# bonus_hit_ctrl

**bonus_hit_ctrl: clock distribution**

Scale: 8 px per um.
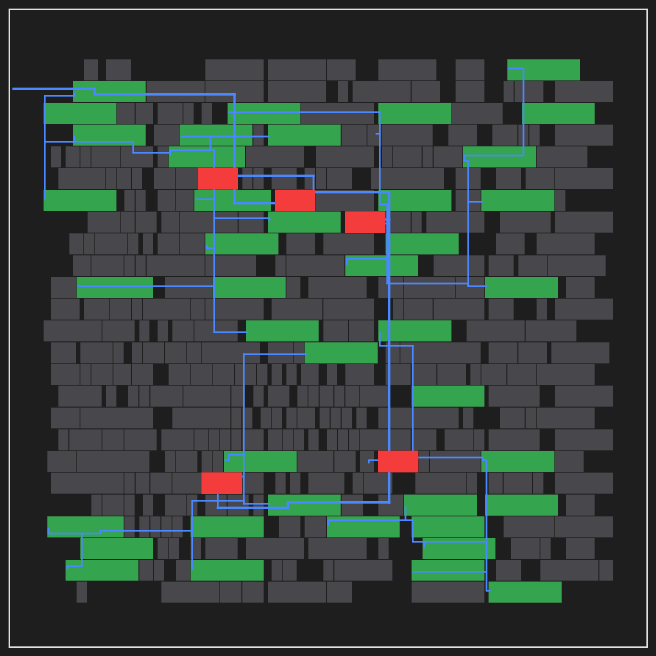

## src/rtl/bonus_hit_ctrl.sv

```systemverilog
// Bonus-ship hit controller: turns a ship/shot pixel overlap into a frame-aligned
// collision pulse, a score award and a timed explosion window.
module bonus_hit_ctrl #(
  parameter int EXPLODE_FRAMES = 30,
  parameter int SPECIAL_SHOT   = 14
) (
  input  logic        clk,
  input  logic        resetN,
  input  logic        startOfFrame,
  input  logic        standBy,
  input  logic        gameEnded,
  input  logic        bonus_ship_DR,
  input  logic        playerFire_DR,
  input  logic        shotFired,
  input  logic [10:0] pixelX,
  input  logic [10:0] pixelY,
  output logic        bonusFireCollision,
  output logic        scoreValid,
  output logic [8:0]  scoreAdd,
  output logic        explodeActive,
  output logic [10:0] hitX,
  output logic [10:0] hitY
);

  localparam int CNT_W = (EXPLODE_FRAMES < 2) ? 1 : $clog2(EXPLODE_FRAMES + 1);

  typedef enum logic [1:0] {IDLE, ARMED, HIT_PENDING, EXPLODE} state_t;

  state_t             state, state_nxt;
  logic [CNT_W-1:0]   frame_cnt, frame_cnt_nxt;
  logic [3:0]         shot_cnt, shot_cnt_nxt;
  logic               collision_nxt, score_valid_nxt, explode_nxt;
  logic [8:0]         score_nxt;
  logic [10:0]        hit_x_nxt, hit_y_nxt;
  logic               play_game, overlap;

  function automatic logic [8:0] score_for(input logic [3:0] idx);
    logic [8:0] pts;
    if (idx == 4'(SPECIAL_SHOT)) begin
      pts = 9'd300;
    end else begin
      case (idx[1:0])
        2'd0:    pts = 9'd50;
        2'd1:    pts = 9'd100;
        2'd2:    pts = 9'd150;
        default: pts = 9'd100;
      endcase
    end
    return pts;
  endfunction

  assign play_game = ~(standBy | gameEnded);
  assign overlap   = bonus_ship_DR & playerFire_DR;

  always_comb begin
    state_nxt       = state;
    frame_cnt_nxt   = frame_cnt;
    shot_cnt_nxt    = shot_cnt;
    collision_nxt   = 1'b0;
    score_valid_nxt = 1'b0;
    explode_nxt     = explodeActive;
    score_nxt       = scoreAdd;
    hit_x_nxt       = hitX;
    hit_y_nxt       = hitY;

    // Shot index runs 0..14 and wraps; the latch below sees the pre-increment value.
    if (standBy) begin
      shot_cnt_nxt = 4'd0;
    end else if (shotFired && state != IDLE) begin
      shot_cnt_nxt = (shot_cnt == 4'd14) ? 4'd0 : shot_cnt + 4'd1;
    end

    if (!play_game) begin
      state_nxt     = IDLE;
      frame_cnt_nxt = '0;
      explode_nxt   = 1'b0;
      score_nxt     = '0;
      hit_x_nxt     = '0;
      hit_y_nxt     = '0;
    end else begin
      case (state)
        IDLE: state_nxt = ARMED;
        ARMED: begin
          if (overlap) begin
            hit_x_nxt = pixelX;
            hit_y_nxt = pixelY;
            score_nxt = score_for(shot_cnt);
            state_nxt = HIT_PENDING;
          end
        end
        HIT_PENDING: begin
          if (startOfFrame) begin
            collision_nxt   = 1'b1;
            score_valid_nxt = 1'b1;
            explode_nxt     = 1'b1;
            frame_cnt_nxt   = CNT_W'(EXPLODE_FRAMES);
            state_nxt       = EXPLODE;
          end
        end
        EXPLODE: begin
          if (startOfFrame) begin
            if (frame_cnt <= CNT_W'(1)) begin
              frame_cnt_nxt = '0;
              explode_nxt   = 1'b0;
              state_nxt     = ARMED;
            end else begin
              frame_cnt_nxt = frame_cnt - CNT_W'(1);
            end
          end
        end
        default: state_nxt = IDLE;
      endcase
    end
  end

  always_ff @(posedge clk or negedge resetN) begin
    if (!resetN) begin
      state              <= IDLE;
      frame_cnt          <= '0;
      shot_cnt           <= 4'd0;
      bonusFireCollision <= 1'b0;
      scoreValid         <= 1'b0;
      explodeActive      <= 1'b0;
      scoreAdd           <= '0;
      hitX               <= '0;
      hitY               <= '0;
    end else begin
      state              <= state_nxt;
      frame_cnt          <= frame_cnt_nxt;
      shot_cnt           <= shot_cnt_nxt;
      bonusFireCollision <= collision_nxt;
      scoreValid         <= score_valid_nxt;
      explodeActive      <= explode_nxt;
      scoreAdd           <= score_nxt;
      hitX               <= hit_x_nxt;
      hitY               <= hit_y_nxt;
    end
  end

endmodule
```

## config.mk

```make
export PLATFORM = sky130hd
export DESIGN_NAME = bonus_hit_ctrl
export DESIGN_NICKNAME = d
export VERILOG_FILES = /design/src/rtl/bonus_hit_ctrl.sv
export SDC_FILE = /design/constraint.sdc
export NUM_CORES = 1
export LEC_CHECK = 0
export ABC_AREA = 1
export CORE_MARGIN = 4
export CORE_UTILIZATION = 42
export DETAILED_ROUTE_END_ITERATION = 6
export GPL_ROUTABILITY_DRIVEN = 0
export PLACE_DENSITY_LB_ADDON = 0.1
export SYNTH_ARGS = -nofsm -noshare
export SYNTH_HDL_FRONTEND = slang
export SYNTH_SLANG_ARGS = --single-unit
```

## constraint.sdc

```tcl
create_clock -name clk -period 1.3 [get_ports clk]
set_clock_uncertainty 0.05 [all_clocks]
set_input_delay 0.325 -clock clk [delete_from_list [all_inputs] [get_ports clk]]
set_output_delay 0.325 -clock clk [all_outputs]
set_load 0.05 [all_outputs]
```

# pulse_meter

## src/rtl/pulse_meter_pkg.sv

```systemverilog
// pulse_meter_pkg: shared types and constants for the pulse meter slice.
//   state_t       - measurement FSM states (IDLE, ARM, MEASURE)
//   DEF_CNT_W     - default run-length counter width
//   DEF_SYNC_STAGES - default input synchronizer depth (minimum 2)
//   sat_value()   - saturation value 2^w-1 for a counter of width w
package pulse_meter_pkg;

    typedef enum logic [1:0] {
        IDLE    = 2'd0,
        ARM     = 2'd1,
        MEASURE = 2'd2
    } state_t;

    localparam int unsigned DEF_CNT_W       = 8;
    localparam int unsigned DEF_SYNC_STAGES = 2;

    function automatic int unsigned sat_value(input int unsigned cnt_w);
        return (32'd1 << cnt_w) - 32'd1;
    endfunction

endpackage

```

## src/rtl/pulse_meter_sync_edge.sv

```systemverilog
// sync_edge: multi-flop synchronizer followed by a one-cycle-delayed copy for edge detection.
//   clock     in  sole clock
//   reset     in  synchronous active-low reset; clears every flop to 0
//   d         in  asynchronous input
//   s         out synchronized level (output of the last synchronizer flop)
//   edge_seen out s differs from its value one cycle earlier
module sync_edge
    import pulse_meter_pkg::*;
#(
    parameter int unsigned SYNC_STAGES = DEF_SYNC_STAGES
) (
    input  logic clock,
    input  logic reset,
    input  logic d,
    output logic s,
    output logic edge_seen
);

    // SYNC_STAGES must be at least 2; the shift below relies on that.
    logic [SYNC_STAGES-1:0] sync_q;
    logic                   prev_q;

    always_ff @(posedge clock) begin
        if (!reset) begin
            sync_q <= '0;
            prev_q <= 1'b0;
        end else begin
            sync_q <= {sync_q[SYNC_STAGES-2:0], d};
            prev_q <= sync_q[SYNC_STAGES-1];
        end
    end

    assign s         = sync_q[SYNC_STAGES-1];
    assign edge_seen = s ^ prev_q;

endmodule

```

## src/rtl/pulse_meter.sv

```systemverilog
// pulse_meter: measures the length of every high and low run of an asynchronous input.
//   clock   in  sole clock, rising edge
//   reset   in  synchronous active-low reset
//   enable  in  1 = measuring; 0 = idle with the run counter cleared
//   signal  in  asynchronous pulse input
//   ready   in  consumer takes the current result when valid && ready
//   valid   out result register holds an unconsumed measurement
//   width   out run length in clock cycles, saturating at 2^CNT_W-1
//   level   out level of the measured run (1 = high pulse, 0 = low gap)
//   ovf     out run reached the saturation value; width is saturated
//   lost    out sticky: a completed run was dropped because the result register was full
module pulse_meter
    import pulse_meter_pkg::*;
#(
    parameter int unsigned CNT_W       = DEF_CNT_W,
    parameter int unsigned SYNC_STAGES = DEF_SYNC_STAGES
) (
    input  logic             clock,
    input  logic             reset,
    input  logic             enable,
    input  logic             signal,
    input  logic             ready,
    output logic             valid,
    output logic [CNT_W-1:0] width,
    output logic             level,
    output logic             ovf,
    output logic             lost
);

    localparam logic [CNT_W-1:0] SAT = CNT_W'(sat_value(CNT_W));

    logic s;
    logic edge_seen;

    sync_edge #(
        .SYNC_STAGES(SYNC_STAGES)
    ) u_sync_edge (
        .clock     (clock),
        .reset     (reset),
        .d         (signal),
        .s         (s),
        .edge_seen (edge_seen)
    );

    // Measurement FSM and run counter
    state_t           state_q, state_d;
    logic [CNT_W-1:0] cnt_q, cnt_d;
    logic             sat_q, sat_d;

    logic             res_vld;
    logic [CNT_W-1:0] res_width;
    logic             res_level;
    logic             res_ovf;

    always_comb begin
        state_d   = state_q;
        cnt_d     = cnt_q;
        sat_d     = sat_q;
        res_vld   = 1'b0;
        res_width = cnt_q;
        // On an edge the finished run had the opposite level to the new synchronized value.
        res_level = ~s;
        res_ovf   = sat_q;

        if (!enable) begin
            state_d = IDLE;
            cnt_d   = '0;
            sat_d   = 1'b0;
        end else begin
            unique case (state_q)
                IDLE: begin
                    cnt_d   = '0;
                    sat_d   = 1'b0;
                    state_d = ARM;
                end
                ARM: begin
                    // The run in progress at enable time has an unknown start; skip it.
                    if (edge_seen) begin
                        state_d = MEASURE;
                        cnt_d   = CNT_W'(1);
                        sat_d   = 1'b0;
                    end
                end
                MEASURE: begin
                    if (edge_seen) begin
                        res_vld = 1'b1;
                        cnt_d   = CNT_W'(1);
                        sat_d   = 1'b0;
                    end else if (cnt_q != SAT) begin
                        cnt_d = cnt_q + 1'b1;
                        sat_d = ((cnt_q + 1'b1) == SAT);
                    end
                end
                default: begin
                    state_d = IDLE;
                    cnt_d   = '0;
                    sat_d   = 1'b0;
                end
            endcase
        end
    end

    // Result register with valid/ready handshake
    logic             valid_q, valid_d;
    logic [CNT_W-1:0] width_q, width_d;
    logic             level_q, level_d;
    logic             ovf_q, ovf_d;
    logic             lost_q, lost_d;

    always_comb begin
        valid_d = valid_q;
        width_d = width_q;
        level_d = level_q;
        ovf_d   = ovf_q;
        lost_d  = lost_q;

        if (res_vld) begin
            // A consumed slot can be refilled in the same cycle.
            if (!valid_q || ready) begin
                valid_d = 1'b1;
                width_d = res_width;
                level_d = res_level;
                ovf_d   = res_ovf;
            end else begin
                lost_d = 1'b1;
            end
        end else if (valid_q && ready) begin
            valid_d = 1'b0;
        end
    end

    always_ff @(posedge clock) begin
        if (!reset) begin
            state_q <= IDLE;
            cnt_q   <= '0;
            sat_q   <= 1'b0;
            valid_q <= 1'b0;
            width_q <= '0;
            level_q <= 1'b0;
            ovf_q   <= 1'b0;
            lost_q  <= 1'b0;
        end else begin
            state_q <= state_d;
            cnt_q   <= cnt_d;
            sat_q   <= sat_d;
            valid_q <= valid_d;
            width_q <= width_d;
            level_q <= level_d;
            ovf_q   <= ovf_d;
            lost_q  <= lost_d;
        end
    end

    assign valid = valid_q;
    assign width = width_q;
    assign level = level_q;
    assign ovf   = ovf_q;
    assign lost  = lost_q;

endmodule
```

## config.mk

```make
export PLATFORM = sky130hd
export DESIGN_NAME = pulse_meter
export DESIGN_NICKNAME = d
export VERILOG_FILES = /design/src/rtl/pulse_meter_pkg.sv /design/src/rtl/pulse_meter_sync_edge.sv /design/src/rtl/pulse_meter.sv
export SDC_FILE = /design/constraint.sdc
export NUM_CORES = 1
export LEC_CHECK = 0
export CELL_PAD_IN_SITES_DETAIL_PLACEMENT = 1
export CELL_PAD_IN_SITES_GLOBAL_PLACEMENT = 1
export CORE_MARGIN = 1
export CORE_UTILIZATION = 30
export DETAILED_ROUTE_END_ITERATION = 16
export HOLD_SLACK_MARGIN = 0.15
export PLACE_DENSITY_LB_ADDON = 0.1
export SLEW_MARGIN = 20
export SYNTH_ARGS = -nofsm -noshare
export SYNTH_HDL_FRONTEND = slang
export SYNTH_SLANG_ARGS = --single-unit
export TNS_END_PERCENT = 10
```

## constraint.sdc

```tcl
create_clock -name clock -period 2.35 [get_ports clock]
set_clock_uncertainty 0.1 [all_clocks]
set_input_delay 0.235 -clock clock [delete_from_list [all_inputs] [get_ports clock]]
set_output_delay 0.235 -clock clock [all_outputs]
set_load 0.1 [all_outputs]
```

# perc_train_ctrl

**src/rtl/perc_pkg.sv**
```systemverilog
// perc_pkg: shared parameters, types and the saturating weight step for perceptron training.
package perc_pkg;
  localparam int W_BITS = 8;
  localparam int HIST_LEN = 12;
  localparam int NUM_W = HIST_LEN + 1;
  localparam int IDX_W = 4;
  localparam int THETA = 37;
  localparam int SUM_W = W_BITS + $clog2(NUM_W);
  typedef logic signed [W_BITS-1:0] weight_t;
  typedef logic [NUM_W-1:0][W_BITS-1:0] weight_vec_t;
  typedef struct packed {
    logic [IDX_W-1:0] index;
    logic [HIST_LEN-1:0] hist;
    logic taken;
  } upd_t;
  localparam int UPD_W = $bits(upd_t);
  typedef enum logic [1:0] {IDLE, READ, CALC, WRITE} state_t;
  function automatic weight_t sat_inc_dec(weight_t w, logic up);
    return up ? ((w == {1'b0, {(W_BITS-1){1'b1}}}) ? w : w + 1'b1)
              : ((w == {1'b1, {(W_BITS-1){1'b0}}}) ? w : w - 1'b1);
  endfunction
endpackage

```
**src/rtl/perc_upd_fifo.sv**
```systemverilog
// perc_upd_fifo: synchronous FIFO of pending training updates, commit order preserved.
module perc_upd_fifo
  import perc_pkg::*;
#(
  parameter int QDEPTH = 4
) (
  input  logic             clk,
  input  logic             rst_n,
  input  logic             push,
  input  logic             pop,
  input  logic [UPD_W-1:0] din,
  output logic [UPD_W-1:0] head,
  output logic             empty,
  output logic             full
);
  localparam int AW = $clog2(QDEPTH);
  logic [UPD_W-1:0] mem [QDEPTH];
  logic [AW:0] wp_q, wp_d, rp_q, rp_d;
  assign empty = wp_q == rp_q;
  assign full = (wp_q[AW] != rp_q[AW]) && (wp_q[AW-1:0] == rp_q[AW-1:0]);
  assign head = mem[rp_q[AW-1:0]];
  always_comb begin
    wp_d = wp_q + (AW+1)'(push && !full);
    rp_d = rp_q + (AW+1)'(pop && !empty);
  end
  always_ff @(posedge clk or negedge rst_n) begin
    if (!rst_n) begin
      wp_q <= '0;
      rp_q <= '0;
    end else begin
      wp_q <= wp_d;
      rp_q <= rp_d;
    end
  end
  always_ff @(posedge clk) begin
    if (push && !full) mem[wp_q[AW-1:0]] <= din;
  end
endmodule

```
**src/rtl/perc_train_ctrl.sv**
```systemverilog
// perc_train_ctrl: queues commit updates needing training and applies saturating
// read-modify-write steps to the perceptron weight table, one row per 4 cycles.
module perc_train_ctrl
  import perc_pkg::*;
#(
  parameter int QDEPTH = 4
) (
  input  logic                      clk,
  input  logic                      rst_n,
  input  logic                      train_en,
  input  logic                      upd_valid,
  output logic                      upd_ready,
  input  logic [IDX_W-1:0]          upd_index,
  input  logic [HIST_LEN-1:0]       upd_hist,
  input  logic                      upd_taken,
  input  logic [SUM_W-1:0]          upd_y,
  output logic [IDX_W-1:0]          rd_index,
  input  logic [NUM_W*W_BITS-1:0]   rd_weights,
  output logic                      wr_en,
  output logic [IDX_W-1:0]          wr_index,
  output logic [NUM_W*W_BITS-1:0]   wr_weights,
  output logic                      busy,
  output logic [15:0]               trained_cnt,
  output logic [15:0]               skipped_cnt
);
  localparam logic signed [SUM_W-1:0] THETA_S = SUM_W'(THETA);
  state_t state_q, state_d;
  logic [IDX_W-1:0] rd_index_q, rd_index_d, wr_index_q, wr_index_d;
  weight_vec_t row_q, row_d, wr_weights_q, wr_weights_d, new_row;
  logic wr_en_q, wr_en_d;
  logic [15:0] trained_q, trained_d, skipped_q, skipped_d;
  logic empty, full, accept, need, pop;
  logic signed [SUM_W-1:0] y;
  logic [UPD_W-1:0] head_bits;
  upd_t head;
  assign y = upd_y;
  // y == 0 counts as a taken prediction
  assign need = ((!y[SUM_W-1]) != upd_taken) || (y <= THETA_S && y >= -THETA_S);
  assign upd_ready = !full;
  assign accept = upd_valid && upd_ready;
  assign pop = state_q == WRITE;
  assign head = upd_t'(head_bits);
  perc_upd_fifo #(.QDEPTH(QDEPTH)) u_fifo (
    .clk(clk), .rst_n(rst_n), .push(accept && need), .pop(pop),
    .din({upd_index, upd_hist, upd_taken}), .head(head_bits), .empty(empty), .full(full)
  );
  always_comb begin
    new_row[0] = sat_inc_dec(row_q[0], head.taken);
    for (int i = 1; i < NUM_W; i++) new_row[i] = sat_inc_dec(row_q[i], head.hist[i-1] == head.taken);
  end
  always_comb begin
    state_d = state_q;
    rd_index_d = rd_index_q;
    row_d = row_q;
    wr_index_d = wr_index_q;
    wr_weights_d = wr_weights_q;
    wr_en_d = 1'b0;
    trained_d = (pop && trained_q != 16'hFFFF) ? trained_q + 16'd1 : trained_q;
    skipped_d = (accept && !need && skipped_q != 16'hFFFF) ? skipped_q + 16'd1 : skipped_q;
    case (state_q)
      IDLE: if (!empty && train_en) begin
        state_d = READ;
        rd_index_d = head.index;
      end
      READ: begin
        state_d = CALC;
        row_d = rd_weights;
      end
      CALC: begin
        state_d = WRITE;
        wr_en_d = 1'b1;
        wr_index_d = head.index;
        wr_weights_d = new_row;
      end
      default: state_d = IDLE;
    endcase
  end
  always_ff @(posedge clk or negedge rst_n) begin
    if (!rst_n) begin
      state_q <= IDLE;
      rd_index_q <= '0;
      row_q <= '0;
      wr_index_q <= '0;
      wr_weights_q <= '0;
      wr_en_q <= 1'b0;
      trained_q <= '0;
      skipped_q <= '0;
    end else begin
      state_q <= state_d;
      rd_index_q <= rd_index_d;
      row_q <= row_d;
      wr_index_q <= wr_index_d;
      wr_weights_q <= wr_weights_d;
      wr_en_q <= wr_en_d;
      trained_q <= trained_d;
      skipped_q <= skipped_d;
    end
  end
  assign rd_index = rd_index_q;
  assign wr_en = wr_en_q;
  assign wr_index = wr_index_q;
  assign wr_weights = wr_weights_q;
  assign busy = (state_q != IDLE) || !empty;
  assign trained_cnt = trained_q;
  assign skipped_cnt = skipped_q;
endmodule
```
**config.mk**
```make
export PLATFORM = sky130hd
export DESIGN_NAME = perc_train_ctrl
export DESIGN_NICKNAME = d
export VERILOG_FILES = /design/src/rtl/perc_pkg.sv /design/src/rtl/perc_upd_fifo.sv /design/src/rtl/perc_train_ctrl.sv
export SDC_FILE = /design/constraint.sdc
export NUM_CORES = 1
export LEC_CHECK = 0
export CAP_MARGIN = 20
export CORE_ASPECT_RATIO = 2
export CORE_MARGIN = 10
export CORE_UTILIZATION = 30
export CTS_BUF_LIST = sky130_fd_sc_hd__clkbuf_16
export DETAILED_ROUTE_END_ITERATION = 7
export PLACE_DENSITY = 0.5
export REMOVE_ABC_BUFFERS = 1
export SYNTH_ARGS = -nofsm -noshare
export SYNTH_HDL_FRONTEND = slang
export SYNTH_SLANG_ARGS = --single-unit
```
**constraint.sdc**
```tcl
create_clock -name clk -period 3.4 [get_ports clk]
set_input_delay 0.68 -clock clk [delete_from_list [all_inputs] [get_ports clk]]
set_output_delay 0.68 -clock clk [all_outputs]
set_load 0.03 [all_outputs]
```
**bonus_hit_ctrl: clock wiring as the flow saved it**

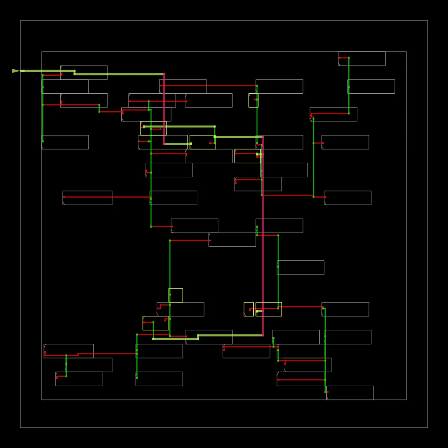
clock buffers: 5
CTS Buf Count: 5
clk pwr: 839 uW
later-pin clock latency in the skew report: 0.30 ns

## Picture notes: 'clock distribution' of bonus_hit_ctrl
Key: clock-net drivers = red [count 5]; clock wires = blue [length 520 um]; flip-flops = green [count 41]
Position of the flops: widely spread.
Clock Power Share: 23.8%

==> impl_metrics.py, bonus_hit_ctrl <==
# Flow results
metrics = {
    "run_status": {
        "outcome": "finished with violations",
        "violations": "negative setup slack",
    },
    "global_route": {
        "grt-busiest-layer": "met2",
        "grt_max_degree": 42,
        "grt_use_met3_pct": 4.51,
        "grt-ovfl-total": 0,
        "grt_usage_pct": 19.8,
    },
    "synth": {
        "yosys-stat-cells": 253,
        "synthesis.nets": 289,
        "xor_area_share_pct": 0,
        "yosys.area_share.simple_pct": 20.4,
        "synth-edff-count": 0,
        "yosysMostFrequentCell": "inv_1",
        "topCellsByArea": "dfrtp_1 (48%), inv_1 (8.7%), o21ai_2 (7.7%)",
    },
    "critical_path": {
        "path_depth": 8,
        "crit_type": "reg -> reg",
        "path_buffers": 3,
        "cp.required_ns": 1.44,
        "critPathArrivalTime_ns": 1.64,
    },
    "finish": {
        "regArea_um2": 1030,
        "final_cell_mix": "inv_1 (44), buf_12 (40), nand2_1 (37), dfrtp_1 (37), buf_4 (28)",
        "fin_nets": 391,
    },
    "route": {
        "highest_layer": "met4",
        "wl_met2_um": 3810,
        "wl_per_cell_um": 16.3,
    },
    "clock_network": {
        "cts_resized": 46,
        "path_clk_slew_ns": 0.08,
        "max-clock-path-buffers": 2,
        "cts_sinks": 41,
    },
    "job": {
        "max_cap_viol_count": 0,
    },
    "timing": {
        "finalSetupViolCount": 40,
        "max_freq_mhz": 665,
        "setup_ws_ns": -0.204,
        "drv_slew": 0,
    },
    "die": {
        "n_tap_cell": 67,
    },
    "placement": {
        "place_ws_ns": -0.477,
    },
    "power_and_ir_drop": {
        "maxPowerGroup": "registers",
    },
}
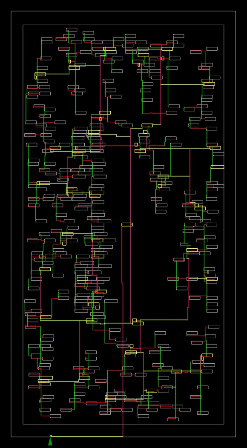
**Above:** perc_train_ctrl (clock wiring as the flow saved it).
clock buffers: 37
Final Skew: 0.00994 ns
CTS Buf Count: 36
clk pwr: 3.99 mW

==> impl_metrics.py, perc_train_ctrl <==
# Flow results
metrics = {
    "synth": {
        "synth.area.mux_share_pct": 10.0,
    },
    "critical_path": {
        "r2r_setup_slack_ns": 0.54,
    },
    "timing": {
        "final.setup.tns_ns": 0,
        "max_freq_mhz": 318,
        "drv_slew": 0,
        "post-route-min-period_ns": 3.14,
    },
    "power_and_ir_drop": {
        "finalPower_mw": 24.6,
        "ir_worst_vdd_mv": 0.580,
        "power_leakage_nw": 8.91,
    },
    "die": {
        "die_h_um": 363,
    },
    "route": {
        "drc_errors": 0,
        "routed-wl-met3_um": 3570,
        "highest_layer": "met5",
        "via_per_inst": 5.06,
        "met1_length_um": 21300,
    },
    "global_route": {
        "grt_pass1_vias": 14700,
        "met2_usage_pct": 27.3,
    },
    "placement": {
        "port_buffers": 283,
    },
    "run_status": {
        "outcome": "completed",
    },
    "finish": {
        "syn_to_final_growth_pct": 28.2,
    },
    "clock_network": {
        "cts_hold_buf": 0,
    },
}
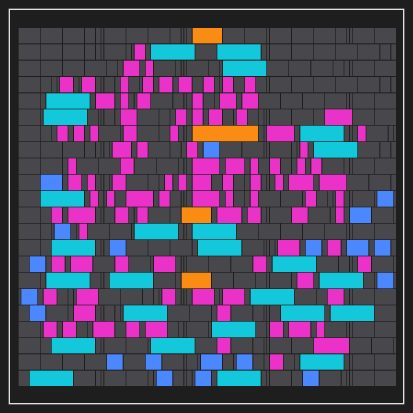
**Above:** pulse_meter (cells colored by class).
Scale: 6 px per um. Fill, decap, tap and diode cells in gray.
Key: sequential cells = cyan [cells 26, share of their area 37%]; remaining buffers and delay cells = blue [cells 20, share of their area 11%]; remaining logic cells = magenta [cells 100, share of their area 47%]; clock drivers and dummy loads = orange [cells 4, share of their area 5.0%]
Post-Layout Inst Area: 1480 um^2
Core Rows: 22
Core ar.: 3770 um^2
Finished Core Util: 39.2%

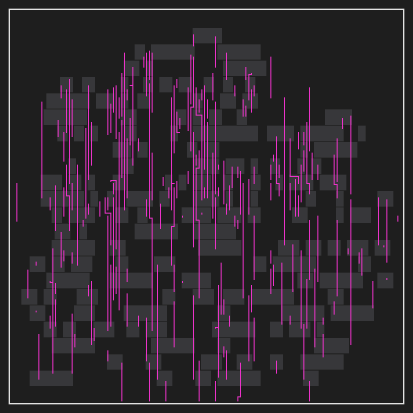
**Above:** pulse_meter (metal 2).
Scale: 6 px per um.
The longest straight run is 29.6 um. The layer holds 47% of the routed length. The layer carries 1320 um of wire. 137 nets have wire on it.
GR Util met2: 25.1%
via count: 960
WL final: 2790 um

==> impl_metrics.py, pulse_meter <==
# Flow results
metrics = {
    "critical_path": {
        "worstPathCellList": "ha_1 -> nand3_1 -> o31ai_2 -> buf_4 -> or3_1 -> a21oi_1",
        "crit_slowest_cell": "o31ai_2",
        "cp.required_ns": 2.43,
        "reg2regPathDepth": 6,
        "cp-start-kind": "register",
        "path_buffers": 1,
    },
    "route": {
        "firstDrtPassIters": 4,
        "highest_layer": "met4",
        "drt_iter0_drc": 52,
        "routed-wl-met3_um": 59,
    },
    "die": {
        "initCoreUtil_pct": 32.1,
    },
    "finish": {
        "fin_nets": 161,
        "seq_share_pct": 35.3,
        "largest_cell_class": "combinational gates",
        "logic_gate_count": 97,
        "n_clock_buffer": 3,
        "clk_share_pct": 4.83,
        "fin_cells": 198,
        "logic_area_um2": 653,
        "fillers": 418,
    },
    "synth": {
        "yosys-stat-cells": 131,
        "synth-edff-count": 0,
        "syn-instance-count": 131,
        "synthesis.nets": 141,
        "netlist_area_um2": 1210,
        "xor_area_share_pct": 3.52,
        "ys_types": 29,
        "ys_sh_adder_pct": 5.18,
        "common_cells": "dfxtp_1 (26), a21oi_1 (11), nand2_1 (11), nor2b_1 (11), mux2i_1 (9)",
    },
    "power_and_ir_drop": {
        "maxPowerGroup": "registers",
    },
    "timing": {
        "rsz0062_at_grt": "false",
        "hold_violations": 0,
    },
    "run_status": {
        "outcome": "completed",
    },
    "clock_network": {
        "root_buffer": "clkbuf_8",
        "cts_resized": 0,
    },
    "global_route": {
        "antenna_found_initial": 0,
        "grt_max_degree": 17,
    },
    "placement": {
        "post-place-cells": 194,
    },
}

==> screenshots <==
Ports around the boundary.
(a)
Scale: 3 px per um. Pins as bars across the die edge, other pins in gray.
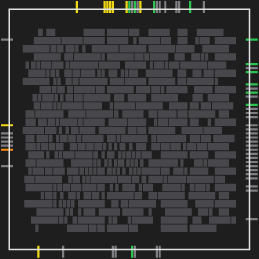
(b)
Scale: 1 px per um. Pins as bars across the die edge, other pins in gray.
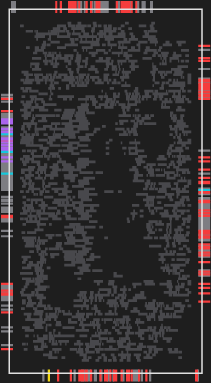
(c)
Scale: 4 px per um. Pins as bars across the die edge, other pins in gray.
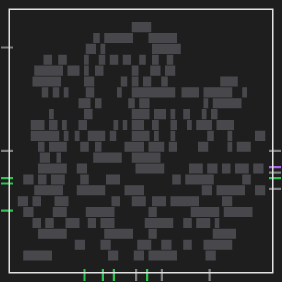
- smallest die: (c)
(b): perc_train_ctrl
(c): pulse_meter
(a): bonus_hit_ctrl


# bist_lfsr_tpg

**bist_lfsr_tpg: clock distribution**

Scale: 12 px per um.
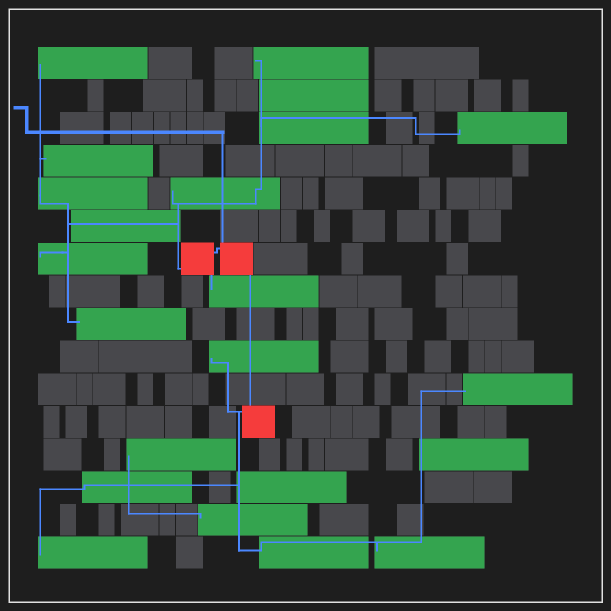

<file path="config.mk">
export PLATFORM = sky130hd
export DESIGN_NAME = bist_lfsr_tpg
export DESIGN_NICKNAME = d
export VERILOG_FILES = /design/src/rtl/bist_lfsr_tpg.sv
export SDC_FILE = /design/constraint.sdc
export NUM_CORES = 1
export LEC_CHECK = 0
export CAP_MARGIN = 20
export CORE_MARGIN = 2
export CORE_UTILIZATION = 64
export DETAILED_ROUTE_END_ITERATION = 8
export DONT_BUFFER_PORTS = 1
export PLACE_DENSITY_LB_ADDON = 0.15
export SYNTH_ARGS = -nofsm -noshare
export SYNTH_HDL_FRONTEND = slang
export SYNTH_SLANG_ARGS = --single-unit
export TNS_END_PERCENT = 50
</file>
<file path="constraint.sdc">
create_clock -name clock -period 3.53 [get_ports clock]
set_input_delay 1.059 -clock clock [delete_from_list [all_inputs] [get_ports clock]]
set_output_delay 1.059 -clock clock [all_outputs]
set_load 0.03 [all_outputs]
</file>
<file path="src/rtl/bist_lfsr_tpg.sv">
`default_nettype none
// ============================================================================
// Module      : bist_lfsr_tpg
// Description : BIST test-pattern generator. A Fibonacci LFSR, sequenced by
//               a start/done FSM, issues a programmable number of
//               pseudo-random patterns, one per unheld cycle, with a valid
//               strobe that also clocks the downstream MISR.
// Revision    : 1.0 - initial release
// ============================================================================
module bist_lfsr_tpg #(
    parameter int              WIDTH     = 4,
    parameter logic [WIDTH-1:0] TAPS     = 4'b1001,
    parameter logic [WIDTH-1:0] SEED     = 4'b0001,
    parameter int              CNT_WIDTH = 8
) (
    input  logic                 clock,
    input  logic                 reset,
    input  logic                 start,
    input  logic                 abort,
    input  logic                 hold,
    input  logic                 seed_load,
    input  logic [WIDTH-1:0]     seed,
    input  logic [CNT_WIDTH-1:0] num_patterns,
    output logic [WIDTH-1:0]     pattern,
    output logic                 pattern_valid,
    output logic                 busy,
    output logic                 done,
    output logic [CNT_WIDTH-1:0] pattern_count
);

    localparam logic [CNT_WIDTH-1:0] CNT_ONE = CNT_WIDTH'(1);
    localparam logic [CNT_WIDTH-1:0] CNT_MAX = '1;

    typedef enum logic [1:0] {
        S_IDLE = 2'd0,
        S_RUN  = 2'd1,
        S_DONE = 2'd2
    } state_t;

    state_t               state;
    state_t               state_next;
    logic [WIDTH-1:0]     lfsr;
    logic [CNT_WIDTH-1:0] count;
    logic [CNT_WIDTH-1:0] target;

    logic                 launch;     // start accepted this cycle
    logic                 step;       // a pattern is issued this cycle
    logic                 load_seed;  // seed_load honoured this cycle
    logic                 last;       // the pattern issued now is the final one

    assign last = (count == (target - CNT_ONE));

    // FSM state register
    always_ff @(posedge clock or negedge reset) begin
        if (!reset) begin
            state <= S_IDLE;
        end else begin
            state <= state_next;
        end
    end

    // Next-state decode and per-cycle control strobes; abort overrides all
    always_comb begin
        state_next = state;
        launch     = 1'b0;
        step       = 1'b0;
        load_seed  = seed_load && (state != S_RUN);
        case (state)
            S_IDLE, S_DONE: begin
                if (start && !abort) begin
                    launch     = 1'b1;
                    state_next = (num_patterns != '0) ? S_RUN : S_DONE;
                end
            end
            S_RUN: begin
                if (!hold && !abort) begin
                    step = 1'b1;
                    if (last) begin
                        state_next = S_DONE;
                    end
                end
            end
            default: begin
                state_next = S_IDLE;
            end
        endcase
        if (abort) begin
            state_next = S_IDLE;
        end
    end

    // LFSR: an all-zero seed would lock up, so it falls back to SEED
    always_ff @(posedge clock or negedge reset) begin
        if (!reset) begin
            lfsr <= SEED;
        end else if (load_seed) begin
            lfsr <= (seed == '0) ? SEED : seed;
        end else if (step) begin
            lfsr <= {lfsr[WIDTH-2:0], ^(lfsr & TAPS)};
        end
    end

    // Issued-pattern counter, cleared on launch and saturating at full scale
    always_ff @(posedge clock or negedge reset) begin
        if (!reset) begin
            count <= '0;
        end else if (launch) begin
            count <= '0;
        end else if (step && (count != CNT_MAX)) begin
            count <= count + CNT_ONE;
        end
    end

    // Run length captured when a non-empty run is launched
    always_ff @(posedge clock or negedge reset) begin
        if (!reset) begin
            target <= '0;
        end else if (launch && (num_patterns != '0)) begin
            target <= num_patterns;
        end
    end

    assign pattern       = lfsr;
    assign pattern_valid = (state == S_RUN) && !hold;
    assign busy          = (state == S_RUN);
    assign done          = (state == S_DONE);
    assign pattern_count = count;

endmodule
`default_nettype wire

</file>
# pixel_transform_engine

==> src/rtl/pixel_transform_engine.sv <==
// Pixel transform engine: walks every destination pixel in raster order,
// asks the coordinate mapper where it comes from, fetches that source pixel
// (or substitutes the background colour when out of range) and writes it to
// the transformed frame buffer. Pulses done once the whole frame is written.
module pixel_transform_engine #(
  parameter int WIDTH        = 640,
  parameter int HEIGHT       = 480,
  parameter int X_W          = 10,
  parameter int Y_W          = 9,
  parameter int ADDR_W       = 19,
  parameter int PIX_W        = 12,
  parameter int READ_LATENCY = 2,
  parameter logic [PIX_W-1:0] BG_COLOR = '0
) (
  input  logic              clk,
  input  logic              reset,
  input  logic              start,
  output logic              busy,
  output logic              done,
  output logic              coord_req,
  output logic [X_W-1:0]    coord_x,
  output logic [Y_W-1:0]    coord_y,
  input  logic              coord_valid,
  input  logic [X_W-1:0]    src_x,
  input  logic [Y_W-1:0]    src_y,
  input  logic              src_in_range,
  output logic [ADDR_W-1:0] src_addr,
  output logic              src_rd_en,
  input  logic [PIX_W-1:0]  src_data,
  output logic [ADDR_W-1:0] dst_addr,
  output logic [PIX_W-1:0]  dst_data,
  output logic              dst_we
);

  // Wide enough to count 0..READ_LATENCY inclusive.
  localparam int CNT_W = $clog2(READ_LATENCY + 1) + 1;

  typedef enum logic [2:0] {
    IDLE,
    REQ,
    WAIT_COORD,
    READ,
    WAIT_DATA,
    WRITE,
    DONE
  } state_t;

  state_t             state;
  logic [X_W-1:0]     src_x_q;
  logic [Y_W-1:0]     src_y_q;
  logic [ADDR_W-1:0]  dst_ptr;
  logic [CNT_W-1:0]   lat_cnt;

  // Linear frame address y*WIDTH + x, unsigned, truncated to ADDR_W.
  function automatic logic [ADDR_W-1:0] addr_of(input logic [Y_W-1:0] yy,
                                                input logic [X_W-1:0] xx);
    logic [ADDR_W-1:0] row;
    logic [ADDR_W-1:0] col;
    logic [ADDR_W-1:0] w;
    row = ADDR_W'(yy);
    col = ADDR_W'(xx);
    w   = ADDR_W'(WIDTH);
    return row * w + col;
  endfunction

  // Raster-scan controller; all handshake and memory strobes are registered.
  always_ff @(posedge clk) begin
    if (reset) begin
      state     <= IDLE;
      busy      <= 1'b0;
      done      <= 1'b0;
      coord_req <= 1'b0;
      coord_x   <= '0;
      coord_y   <= '0;
      src_addr  <= '0;
      src_rd_en <= 1'b0;
      dst_addr  <= '0;
      dst_data  <= '0;
      dst_we    <= 1'b0;
      src_x_q   <= '0;
      src_y_q   <= '0;
      dst_ptr   <= '0;
      lat_cnt   <= '0;
    end else begin
      // Strobes are single-cycle unless re-asserted below.
      src_rd_en <= 1'b0;
      dst_we    <= 1'b0;
      done      <= 1'b0;
      case (state)
        IDLE: begin
          if (start) begin
            coord_x <= '0;
            coord_y <= '0;
            dst_ptr <= '0;
            busy    <= 1'b1;
            state   <= REQ;
          end
        end
        REQ: begin
          coord_req <= 1'b1;
          state     <= WAIT_COORD;
        end
        WAIT_COORD: begin
          // coord_x/coord_y stay frozen here so the mapper sees a stable request.
          if (coord_valid) begin
            coord_req <= 1'b0;
            src_x_q   <= src_x;
            src_y_q   <= src_y;
            if (src_in_range) begin
              state <= READ;
            end else begin
              dst_we   <= 1'b1;
              dst_addr <= dst_ptr;
              dst_data <= BG_COLOR;
              state    <= WRITE;
            end
          end
        end
        READ: begin
          src_addr  <= addr_of(src_y_q, src_x_q);
          src_rd_en <= 1'b1;
          lat_cnt   <= '0;
          state     <= WAIT_DATA;
        end
        WAIT_DATA: begin
          // lat_cnt is 0 in the cycle the read strobe is visible, so the data
          // is valid in the cycle where it reaches READ_LATENCY.
          if (lat_cnt == CNT_W'(READ_LATENCY)) begin
            dst_we   <= 1'b1;
            dst_addr <= dst_ptr;
            dst_data <= src_data;
            state    <= WRITE;
          end else begin
            lat_cnt <= lat_cnt + 1'b1;
          end
        end
        WRITE: begin
          dst_ptr <= dst_ptr + 1'b1;
          if (coord_x == X_W'(WIDTH - 1) && coord_y == Y_W'(HEIGHT - 1)) begin
            busy  <= 1'b0;
            done  <= 1'b1;
            state <= DONE;
          end else begin
            if (coord_x == X_W'(WIDTH - 1)) begin
              coord_x <= '0;
              coord_y <= coord_y + 1'b1;
            end else begin
              coord_x <= coord_x + 1'b1;
            end
            state <= REQ;
          end
        end
        DONE: begin
          state <= IDLE;
        end
        default: begin
          state <= IDLE;
        end
      endcase
    end
  end

endmodule

==> config.mk <==
export PLATFORM = sky130hd
export DESIGN_NAME = pixel_transform_engine
export DESIGN_NICKNAME = d
export VERILOG_FILES = /design/src/rtl/pixel_transform_engine.sv
export SDC_FILE = /design/constraint.sdc
export NUM_CORES = 1
export LEC_CHECK = 0
export CAP_MARGIN = 20
export CORE_MARGIN = 5
export CORE_UTILIZATION = 30
export CTS_BUF_LIST = sky130_fd_sc_hd__clkbuf_4 sky130_fd_sc_hd__clkbuf_8 sky130_fd_sc_hd__clkbuf_16
export DETAILED_ROUTE_END_ITERATION = 16
export PLACE_DENSITY_LB_ADDON = 0.12
export SLEW_MARGIN = 20
export SYNTH_ARGS = -nofsm -noshare
export SYNTH_HDL_FRONTEND = slang
export SYNTH_SLANG_ARGS = --single-unit
export TNS_END_PERCENT = 20
==> constraint.sdc <==
create_clock -name clk -period 8 [get_ports clk]
set_clock_uncertainty 0.1 [all_clocks]
set_input_delay 2 -clock clk [delete_from_list [all_inputs] [get_ports clk]]
set_output_delay 2 -clock clk [all_outputs]
set_load 0.02 [all_outputs]
**pixel_transform_engine: metal 2**

Scale: 2 px per um.
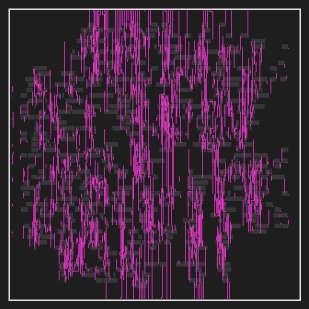
666 nets have wire on it. The layer holds 51% of the routed length. The wires run mostly vertical.
GR Util met2: 25.6%
WL final: 14800 um

==> impl_metrics.py, pixel_transform_engine <==
# Flow results
metrics = {
    "critical_path": {
        "slowest_delay_ns": 0.75,
        "worstPathCellList": "clkdlybuf4s50_1 -> inv_1 -> or3_1 -> o22ai_4 -> nand3_1 -> a21oi_1",
    },
    "finish": {
        "nFlopsAndLatches": 118,
        "clk_share_pct": 8.01,
        "fin_cells": 1001,
        "regArea_um2": 2360,
    },
    "synth": {
        "top_cell_area_share_pct": 43.4,
    },
    "placement": {
        "place_area_um2": 6670,
        "gp_congestion": 0.745,
    },
    "power_and_ir_drop": {
        "finalPower_mw": 1.48,
        "maxPowerGroup": "the clock network",
        "internal_power_mw": 1.14,
    },
    "min_path": {
        "whs_path_depth": 2,
    },
    "route": {
        "wl_met2_um": 7560,
        "vias": 4924,
    },
    "die": {
        "rows": 49,
    },
    "job": {
        "max_cap_viol_count": 0,
        "warnings": 29,
    },
    "run_status": {
        "outcome": "completed",
    },
    "timing": {
        "drv_slew": 0,
    },
    "global_route": {
        "grt_max_degree": 106,
    },
}
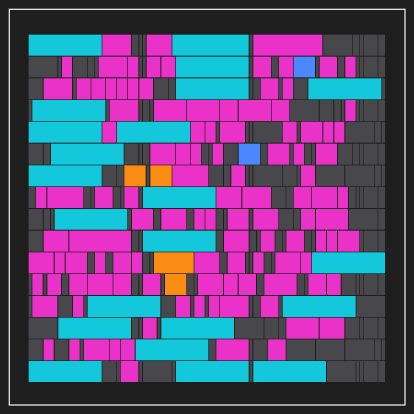
**Above:** bist_lfsr_tpg (cells colored by class).
Scale: 8 px per um. Fill, decap, tap and diode cells in gray.
Key: remaining buffers and delay cells = blue [cells 2, share of their area 1.1%]; clock drivers and dummy loads = orange [cells 4, share of their area 2.7%]; sequential cells = cyan [cells 22, share of their area 41%]; remaining logic cells = magenta [cells 112, share of their area 55%]
Seq/total area: 39.8%
Core ar.: 1940 um^2
Core Rows: 16
Post-Layout Inst Area: 1390 um^2
Finished Core Util: 71.3%

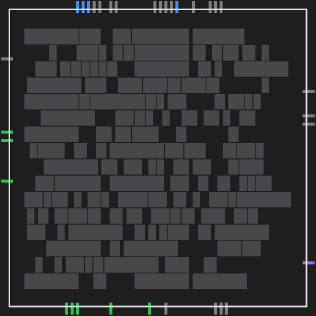
**Above:** bist_lfsr_tpg (ports around the boundary).
Scale: 6 px per um. Pins as bars across the die edge, other pins in gray.
Key: `pattern` = blue [pins 4, direction output, edge north]; `pattern_count` = green [pins 8, direction output, edge 5 south, 3 west]; `reset` = purple [pins 1, direction input, edge east]
All pins by edge: 16 north, 9 south, 4 east, 4 west.
Die Y: 49.3 um
PortBufs: 0
Die W: 49.3 um

## Picture notes: 'clock distribution' of bist_lfsr_tpg
Key: flip-flops = green [count 22]; clock wires = blue [length 221 um]; clock-net drivers = red [count 3]
Position of the flops: widely spread.
later-pin clock latency in the skew report: 0.30 ns
clk pwr: 135 uW
Final Skew: 0.00138 ns
Clock Power Share: 17.5%

==> impl_metrics.py, bist_lfsr_tpg <==
# Flow results
metrics = {
    "clock_network": {
        "max-clock-path-buffers": 2,
        "numCtsBuffers": 3,
    },
    "timing": {
        "rsz0062_at_grt": "false",
        "setup_ws_ns": 1.02,
        "final.setup.tns_ns": 0,
        "relSlewSlack_pct": 48.5,
        "hold_violations": 0,
        "finalSetupViolCount": 0,
    },
    "finish": {
        "n_all_buffers": 2,
        "clk_share_pct": 2.62,
        "syn_to_final_growth_pct": 5.53,
        "layout_top_cell": "dfrtp_1",
    },
    "placement": {
        "gp_congestion": 0.899,
    },
    "synth": {
        "synth-seq-area-share_pct": 42.0,
        "synth.area.mux_share_pct": 8.20,
        "yosys-stat-cells": 137,
        "yosysTopAreaCell": "dfrtp_1",
        "netlist_area_um2": 1310,
        "common_cells": "dfrtp_1 (21), nor2_1 (15), nand2_1 (11), o21ai_0 (9), xnor2_1 (8)",
        "async_flop_share_pct": 100,
        "yosys.area_share.simple_pct": 21.6,
    },
    "global_route": {
        "grt_max_degree": 23,
        "antenna_found_initial": 0,
    },
    "route": {
        "vias": 1015,
        "via_per_inst": 6.08,
        "drc_errors": 0,
    },
    "critical_path": {
        "cp-start-kind": "register",
        "r2r-start": "state[0]$_DFFE_PN0P_",
        "worstPathMaxFanout": 8,
        "r2r-end": "state[1]$_DFFE_PN0P_",
    },
    "power_and_ir_drop": {
        "internal_power_uw": 473,
        "power_leakage_nw": 0.567,
    },
    "run_status": {
        "outcome": "completed",
    },
    "min_path": {
        "hold_class": "in -> async",
    },
    "die": {
        "dieArea_um2": 2430,
    },
}

==> layout pictures side by side <==
Clock wiring as the flow saved it.
Plate I
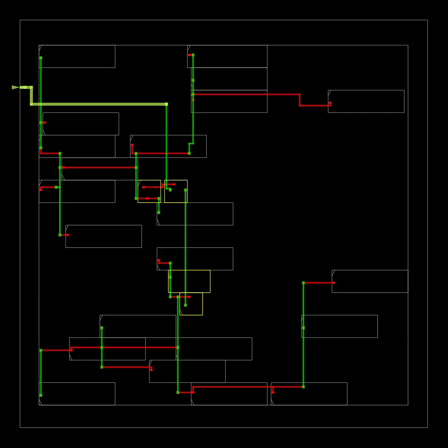
Plate II
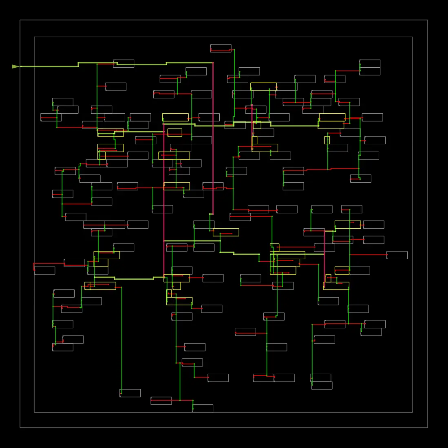
bist_lfsr_tpg is Plate I.
pixel_transform_engine is Plate II.
- most clock buffers: Plate II


# snake_body_store

===== config.mk =====
export PLATFORM = sky130hd
export DESIGN_NAME = snake_body_store
export DESIGN_NICKNAME = d
export VERILOG_FILES = /design/src/rtl/snake_body_store.sv
export SDC_FILE = /design/constraint.sdc
export NUM_CORES = 1
export LEC_CHECK = 0
export CORE_UTILIZATION = 46
export CTS_BUF_LIST = sky130_fd_sc_hd__clkbuf_16
export DETAILED_ROUTE_END_ITERATION = 6
export GPL_TIMING_DRIVEN = 0
export REMOVE_ABC_BUFFERS = 1
export SLEW_MARGIN = 5
export SYNTH_ARGS = -nofsm -noshare
export SYNTH_HDL_FRONTEND = slang
export SYNTH_SLANG_ARGS = --single-unit

===== constraint.sdc =====
create_clock -name clock_25 -period 2.8 [get_ports clock_25]
set_input_delay 0.42 -clock clock_25 [delete_from_list [all_inputs] [get_ports clock_25]]
set_output_delay 0.42 -clock clock_25 [all_outputs]
set_load 0.05 [all_outputs]

===== src/rtl/snake_body_store.sv =====
// Snake body coordinate table: shifts in the old head on each move and streams every entry to the renderer.
// Compile with SNAKE_SELF_COLLISION_EN defined to add the post-move head/body collision scan.
module snake_body_store #(
  parameter int SNAKE_LENGTH_BIT = 4,
  parameter int SNAKE_LENGTH_MAX = 2**SNAKE_LENGTH_BIT,
  parameter int INIT_LENGTH      = 3,
  parameter int START_X          = 62,
  parameter int START_Y          = 40
) (
  input  logic                        clock_25,
  input  logic                        reset,
  input  logic                        move_tik,
  input  logic                        grow,
  input  logic [6:0]                  head_x,
  input  logic [6:0]                  head_y,
  input  logic [6:0]                  next_head_x,
  input  logic [6:0]                  next_head_y,
  output logic [SNAKE_LENGTH_BIT-1:0] body_count,
  output logic [6:0]                  snake_body_x,
  output logic [6:0]                  snake_body_y,
  output logic [SNAKE_LENGTH_BIT-1:0] snake_length,
  output logic                        busy,
  output logic                        update_done,
  output logic                        self_hit
);

  localparam int LW = SNAKE_LENGTH_BIT;
  localparam logic [LW:0] LEN_MAX  = SNAKE_LENGTH_MAX[LW:0];
  localparam logic [LW:0] LEN_INIT = INIT_LENGTH[LW:0];

  typedef enum logic [1:0] {IDLE, UPDATE, SCAN} state_t;

  state_t        state;
  logic [6:0]    tab_x [SNAKE_LENGTH_MAX];
  logic [6:0]    tab_y [SNAKE_LENGTH_MAX];
  // One extra bit so a full table (MAX entries) is distinct from empty;
  // the port shows it modulo MAX, so tail index snake_length-1 still wraps to MAX-1.
  logic [LW:0]   len;
  logic          grow_q;
  logic [6:0]    cap_hx, cap_hy;
  logic [LW-1:0] next_count;

`ifdef SNAKE_SELF_COLLISION_EN
  logic [6:0]    cap_nx, cap_ny;
  logic [LW-1:0] scan_j;
`else
  logic          done_pend;
  logic          unused_next;
  assign unused_next = ^{next_head_x, next_head_y};
  assign self_hit    = 1'b0;
`endif

  assign snake_length = len[LW-1:0];
  assign next_count   = body_count + 1'b1;

  // Free-running stream: index and data are registered together so they always pair.
  always_ff @(posedge clock_25 or negedge reset) begin
    if (!reset) begin
      body_count   <= '0;
      snake_body_x <= 7'(START_X - 1);
      snake_body_y <= 7'(START_Y);
    end else begin
      // NOTE: all sequential state uses non-blocking assignment so every register
      // samples pre-edge values, regardless of statement or block order.
      body_count   <= next_count;
      snake_body_x <= tab_x[next_count];
      snake_body_y <= tab_y[next_count];
    end
  end

  always_ff @(posedge clock_25 or negedge reset) begin
    if (!reset) begin
      // NOTE: the table is reset entry by entry because its reset contents are the
      // starting snake; that is why it lives in flops rather than a RAM macro.
      for (int i = 0; i < SNAKE_LENGTH_MAX; i++) begin
        tab_x[i] <= (i < INIT_LENGTH) ? 7'(START_X - 1 - i) : 7'd0;
        tab_y[i] <= (i < INIT_LENGTH) ? 7'(START_Y) : 7'd0;
      end
      state       <= IDLE;
      len         <= LEN_INIT;
      grow_q      <= 1'b0;
      cap_hx      <= '0;
      cap_hy      <= '0;
      busy        <= 1'b0;
      update_done <= 1'b0;
`ifdef SNAKE_SELF_COLLISION_EN
      cap_nx      <= '0;
      cap_ny      <= '0;
      scan_j      <= '0;
      self_hit    <= 1'b0;
`else
      done_pend   <= 1'b0;
`endif
    end else begin
`ifdef SNAKE_SELF_COLLISION_EN
      update_done <= 1'b0;
`else
      update_done <= done_pend;
      done_pend   <= 1'b0;
`endif
      case (state)
        IDLE: begin
          if (move_tik) begin
            grow_q   <= grow;
            cap_hx   <= head_x;
            cap_hy   <= head_y;
            busy     <= 1'b1;
            state    <= UPDATE;
`ifdef SNAKE_SELF_COLLISION_EN
            cap_nx   <= next_head_x;
            cap_ny   <= next_head_y;
            self_hit <= 1'b0;
`endif
          end
        end
        UPDATE: begin
          for (int i = SNAKE_LENGTH_MAX - 1; i > 0; i--) begin
            tab_x[i] <= tab_x[i-1];
            tab_y[i] <= tab_y[i-1];
          end
          tab_x[0] <= cap_hx;
          tab_y[0] <= cap_hy;
          if (grow_q && (len < LEN_MAX)) len <= len + 1'b1;
`ifdef SNAKE_SELF_COLLISION_EN
          scan_j <= '0;
          state  <= SCAN;
`else
          busy      <= 1'b0;
          done_pend <= 1'b1;
          state     <= IDLE;
`endif
        end
`ifdef SNAKE_SELF_COLLISION_EN
        SCAN: begin
          // Scan sees the table after the shift, so the old head counts as body.
          if ((tab_x[scan_j] == cap_nx) && (tab_y[scan_j] == cap_ny)) self_hit <= 1'b1;
          if ({1'b0, scan_j} == len - 1'b1) begin
            busy        <= 1'b0;
            update_done <= 1'b1;
            state       <= IDLE;
          end else begin
            scan_j <= scan_j + 1'b1;
          end
        end
`endif
        default: state <= IDLE;
      endcase
    end
  end

endmodule


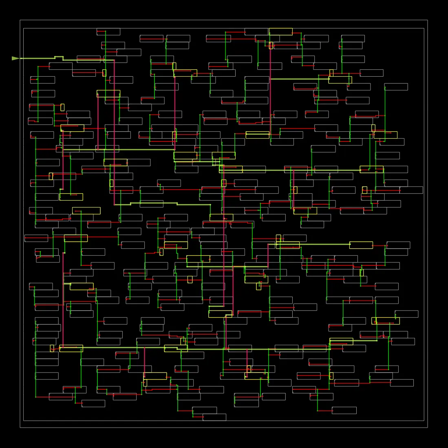
**Above:** snake_body_store (clock wiring as the flow saved it).
CTS Buf Count: 29
seq_cells: 265

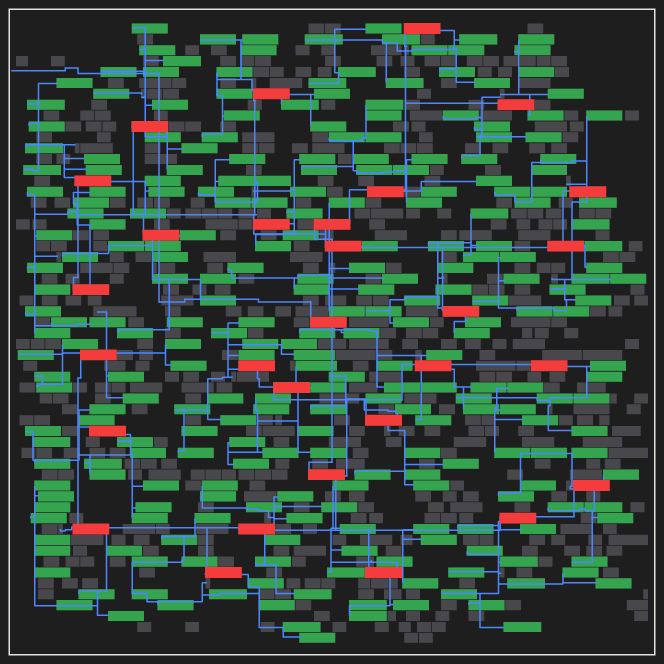
**Above:** snake_body_store (clock distribution).
Scale: 4 px per um.
Key: clock-net drivers = red [count 29]; flip-flops = green [count 265]; clock wires = blue [length 3230 um]
Position of the flops: widely spread.
later-pin clock latency in the skew report: 0.53 ns
clk pwr: 3.40 mW

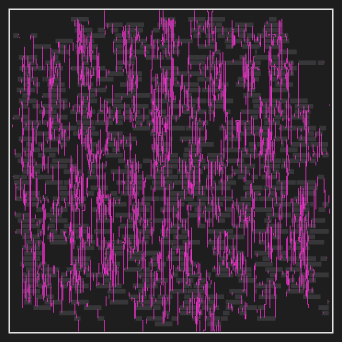
**Above:** snake_body_store (metal 2).
Scale: 2 px per um.
The wires run mostly vertical. The layer holds 48% of the routed length. The layer carries 9550 um of wire.
WL final: 19900 um
via count: 5900

==> impl_metrics.py <==
# Flow results
metrics = {
    "synth": {
        "yosys-stat-cells": 698,
        "topCellsByArea": "dfrtp_1 (51%), mux2_2 (23%), mux4_2 (8.1%)",
        "common_cells": "mux2_2 (240), dfrtp_1 (236), mux2i_1 (84), mux4_2 (42), dfstp_2 (29)",
        "syn-instance-count": 698,
        "netlist_area_um2": 11600,
        "syn_area_per_cell_um2": 16.7,
    },
    "timing": {
        "holdWs_ns": 0.349,
        "hold_violations": 0,
    },
    "min_path": {
        "hp-start": "done_pend$_DFF_PN0_",
        "hold_end": "update_done$_DFF_PN0_",
        "hold_class": "reg -> reg",
    },
    "die": {
        "die_w_um": 161,
        "io-pin-count": 57,
        "n_tap_cell": 324,
    },
    "power_and_ir_drop": {
        "maxPowerGroup": "registers",
        "internal_power_mw": 9.53,
    },
    "critical_path": {
        "worstPathCellList": "buf_16 -> dlygate4sd2_1",
        "cp-start-kind": "register",
    },
    "run_status": {
        "outcome": "completed",
    },
    "global_route": {
        "grt_usage_pct": 16.3,
        "grtUsageMet1_pct": 23.1,
    },
    "finish": {
        "comb_share_pct": 34.7,
    },
    "clock_network": {
        "root_buffer": "clkbuf_16",
    },
    "route": {
        "via_per_inst": 5.44,
    },
}


==> gallery <==
Clock distribution.
shot_01.png
Scale: 2 px per um.
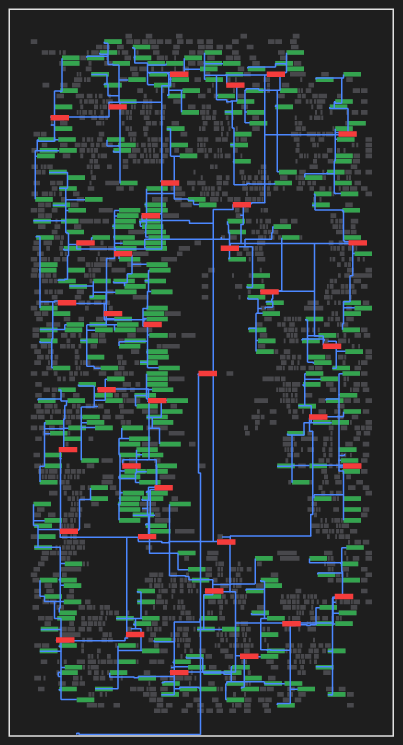
shot_02.png
Scale: 4 px per um.
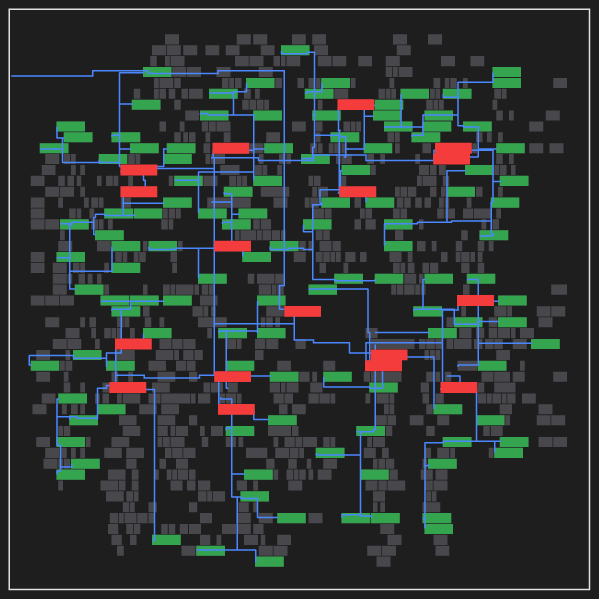
shot_03.png
Scale: 8 px per um.
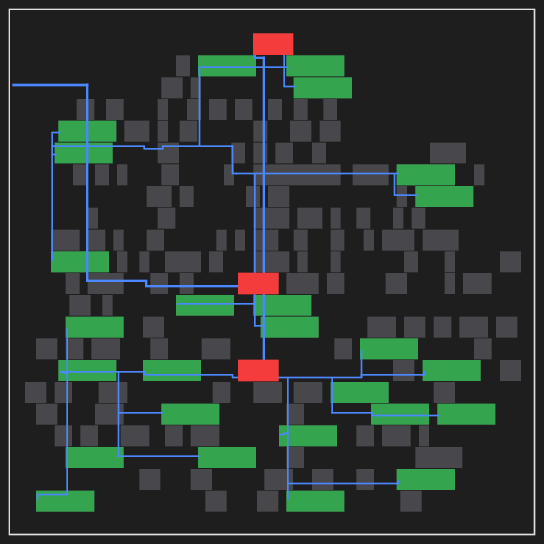
- most sequential cells: shot_01.png
shot_03.png is pulse_meter.
shot_01.png is perc_train_ctrl.
shot_02.png is pixel_transform_engine.

Power and IR drop assume default switching activity.
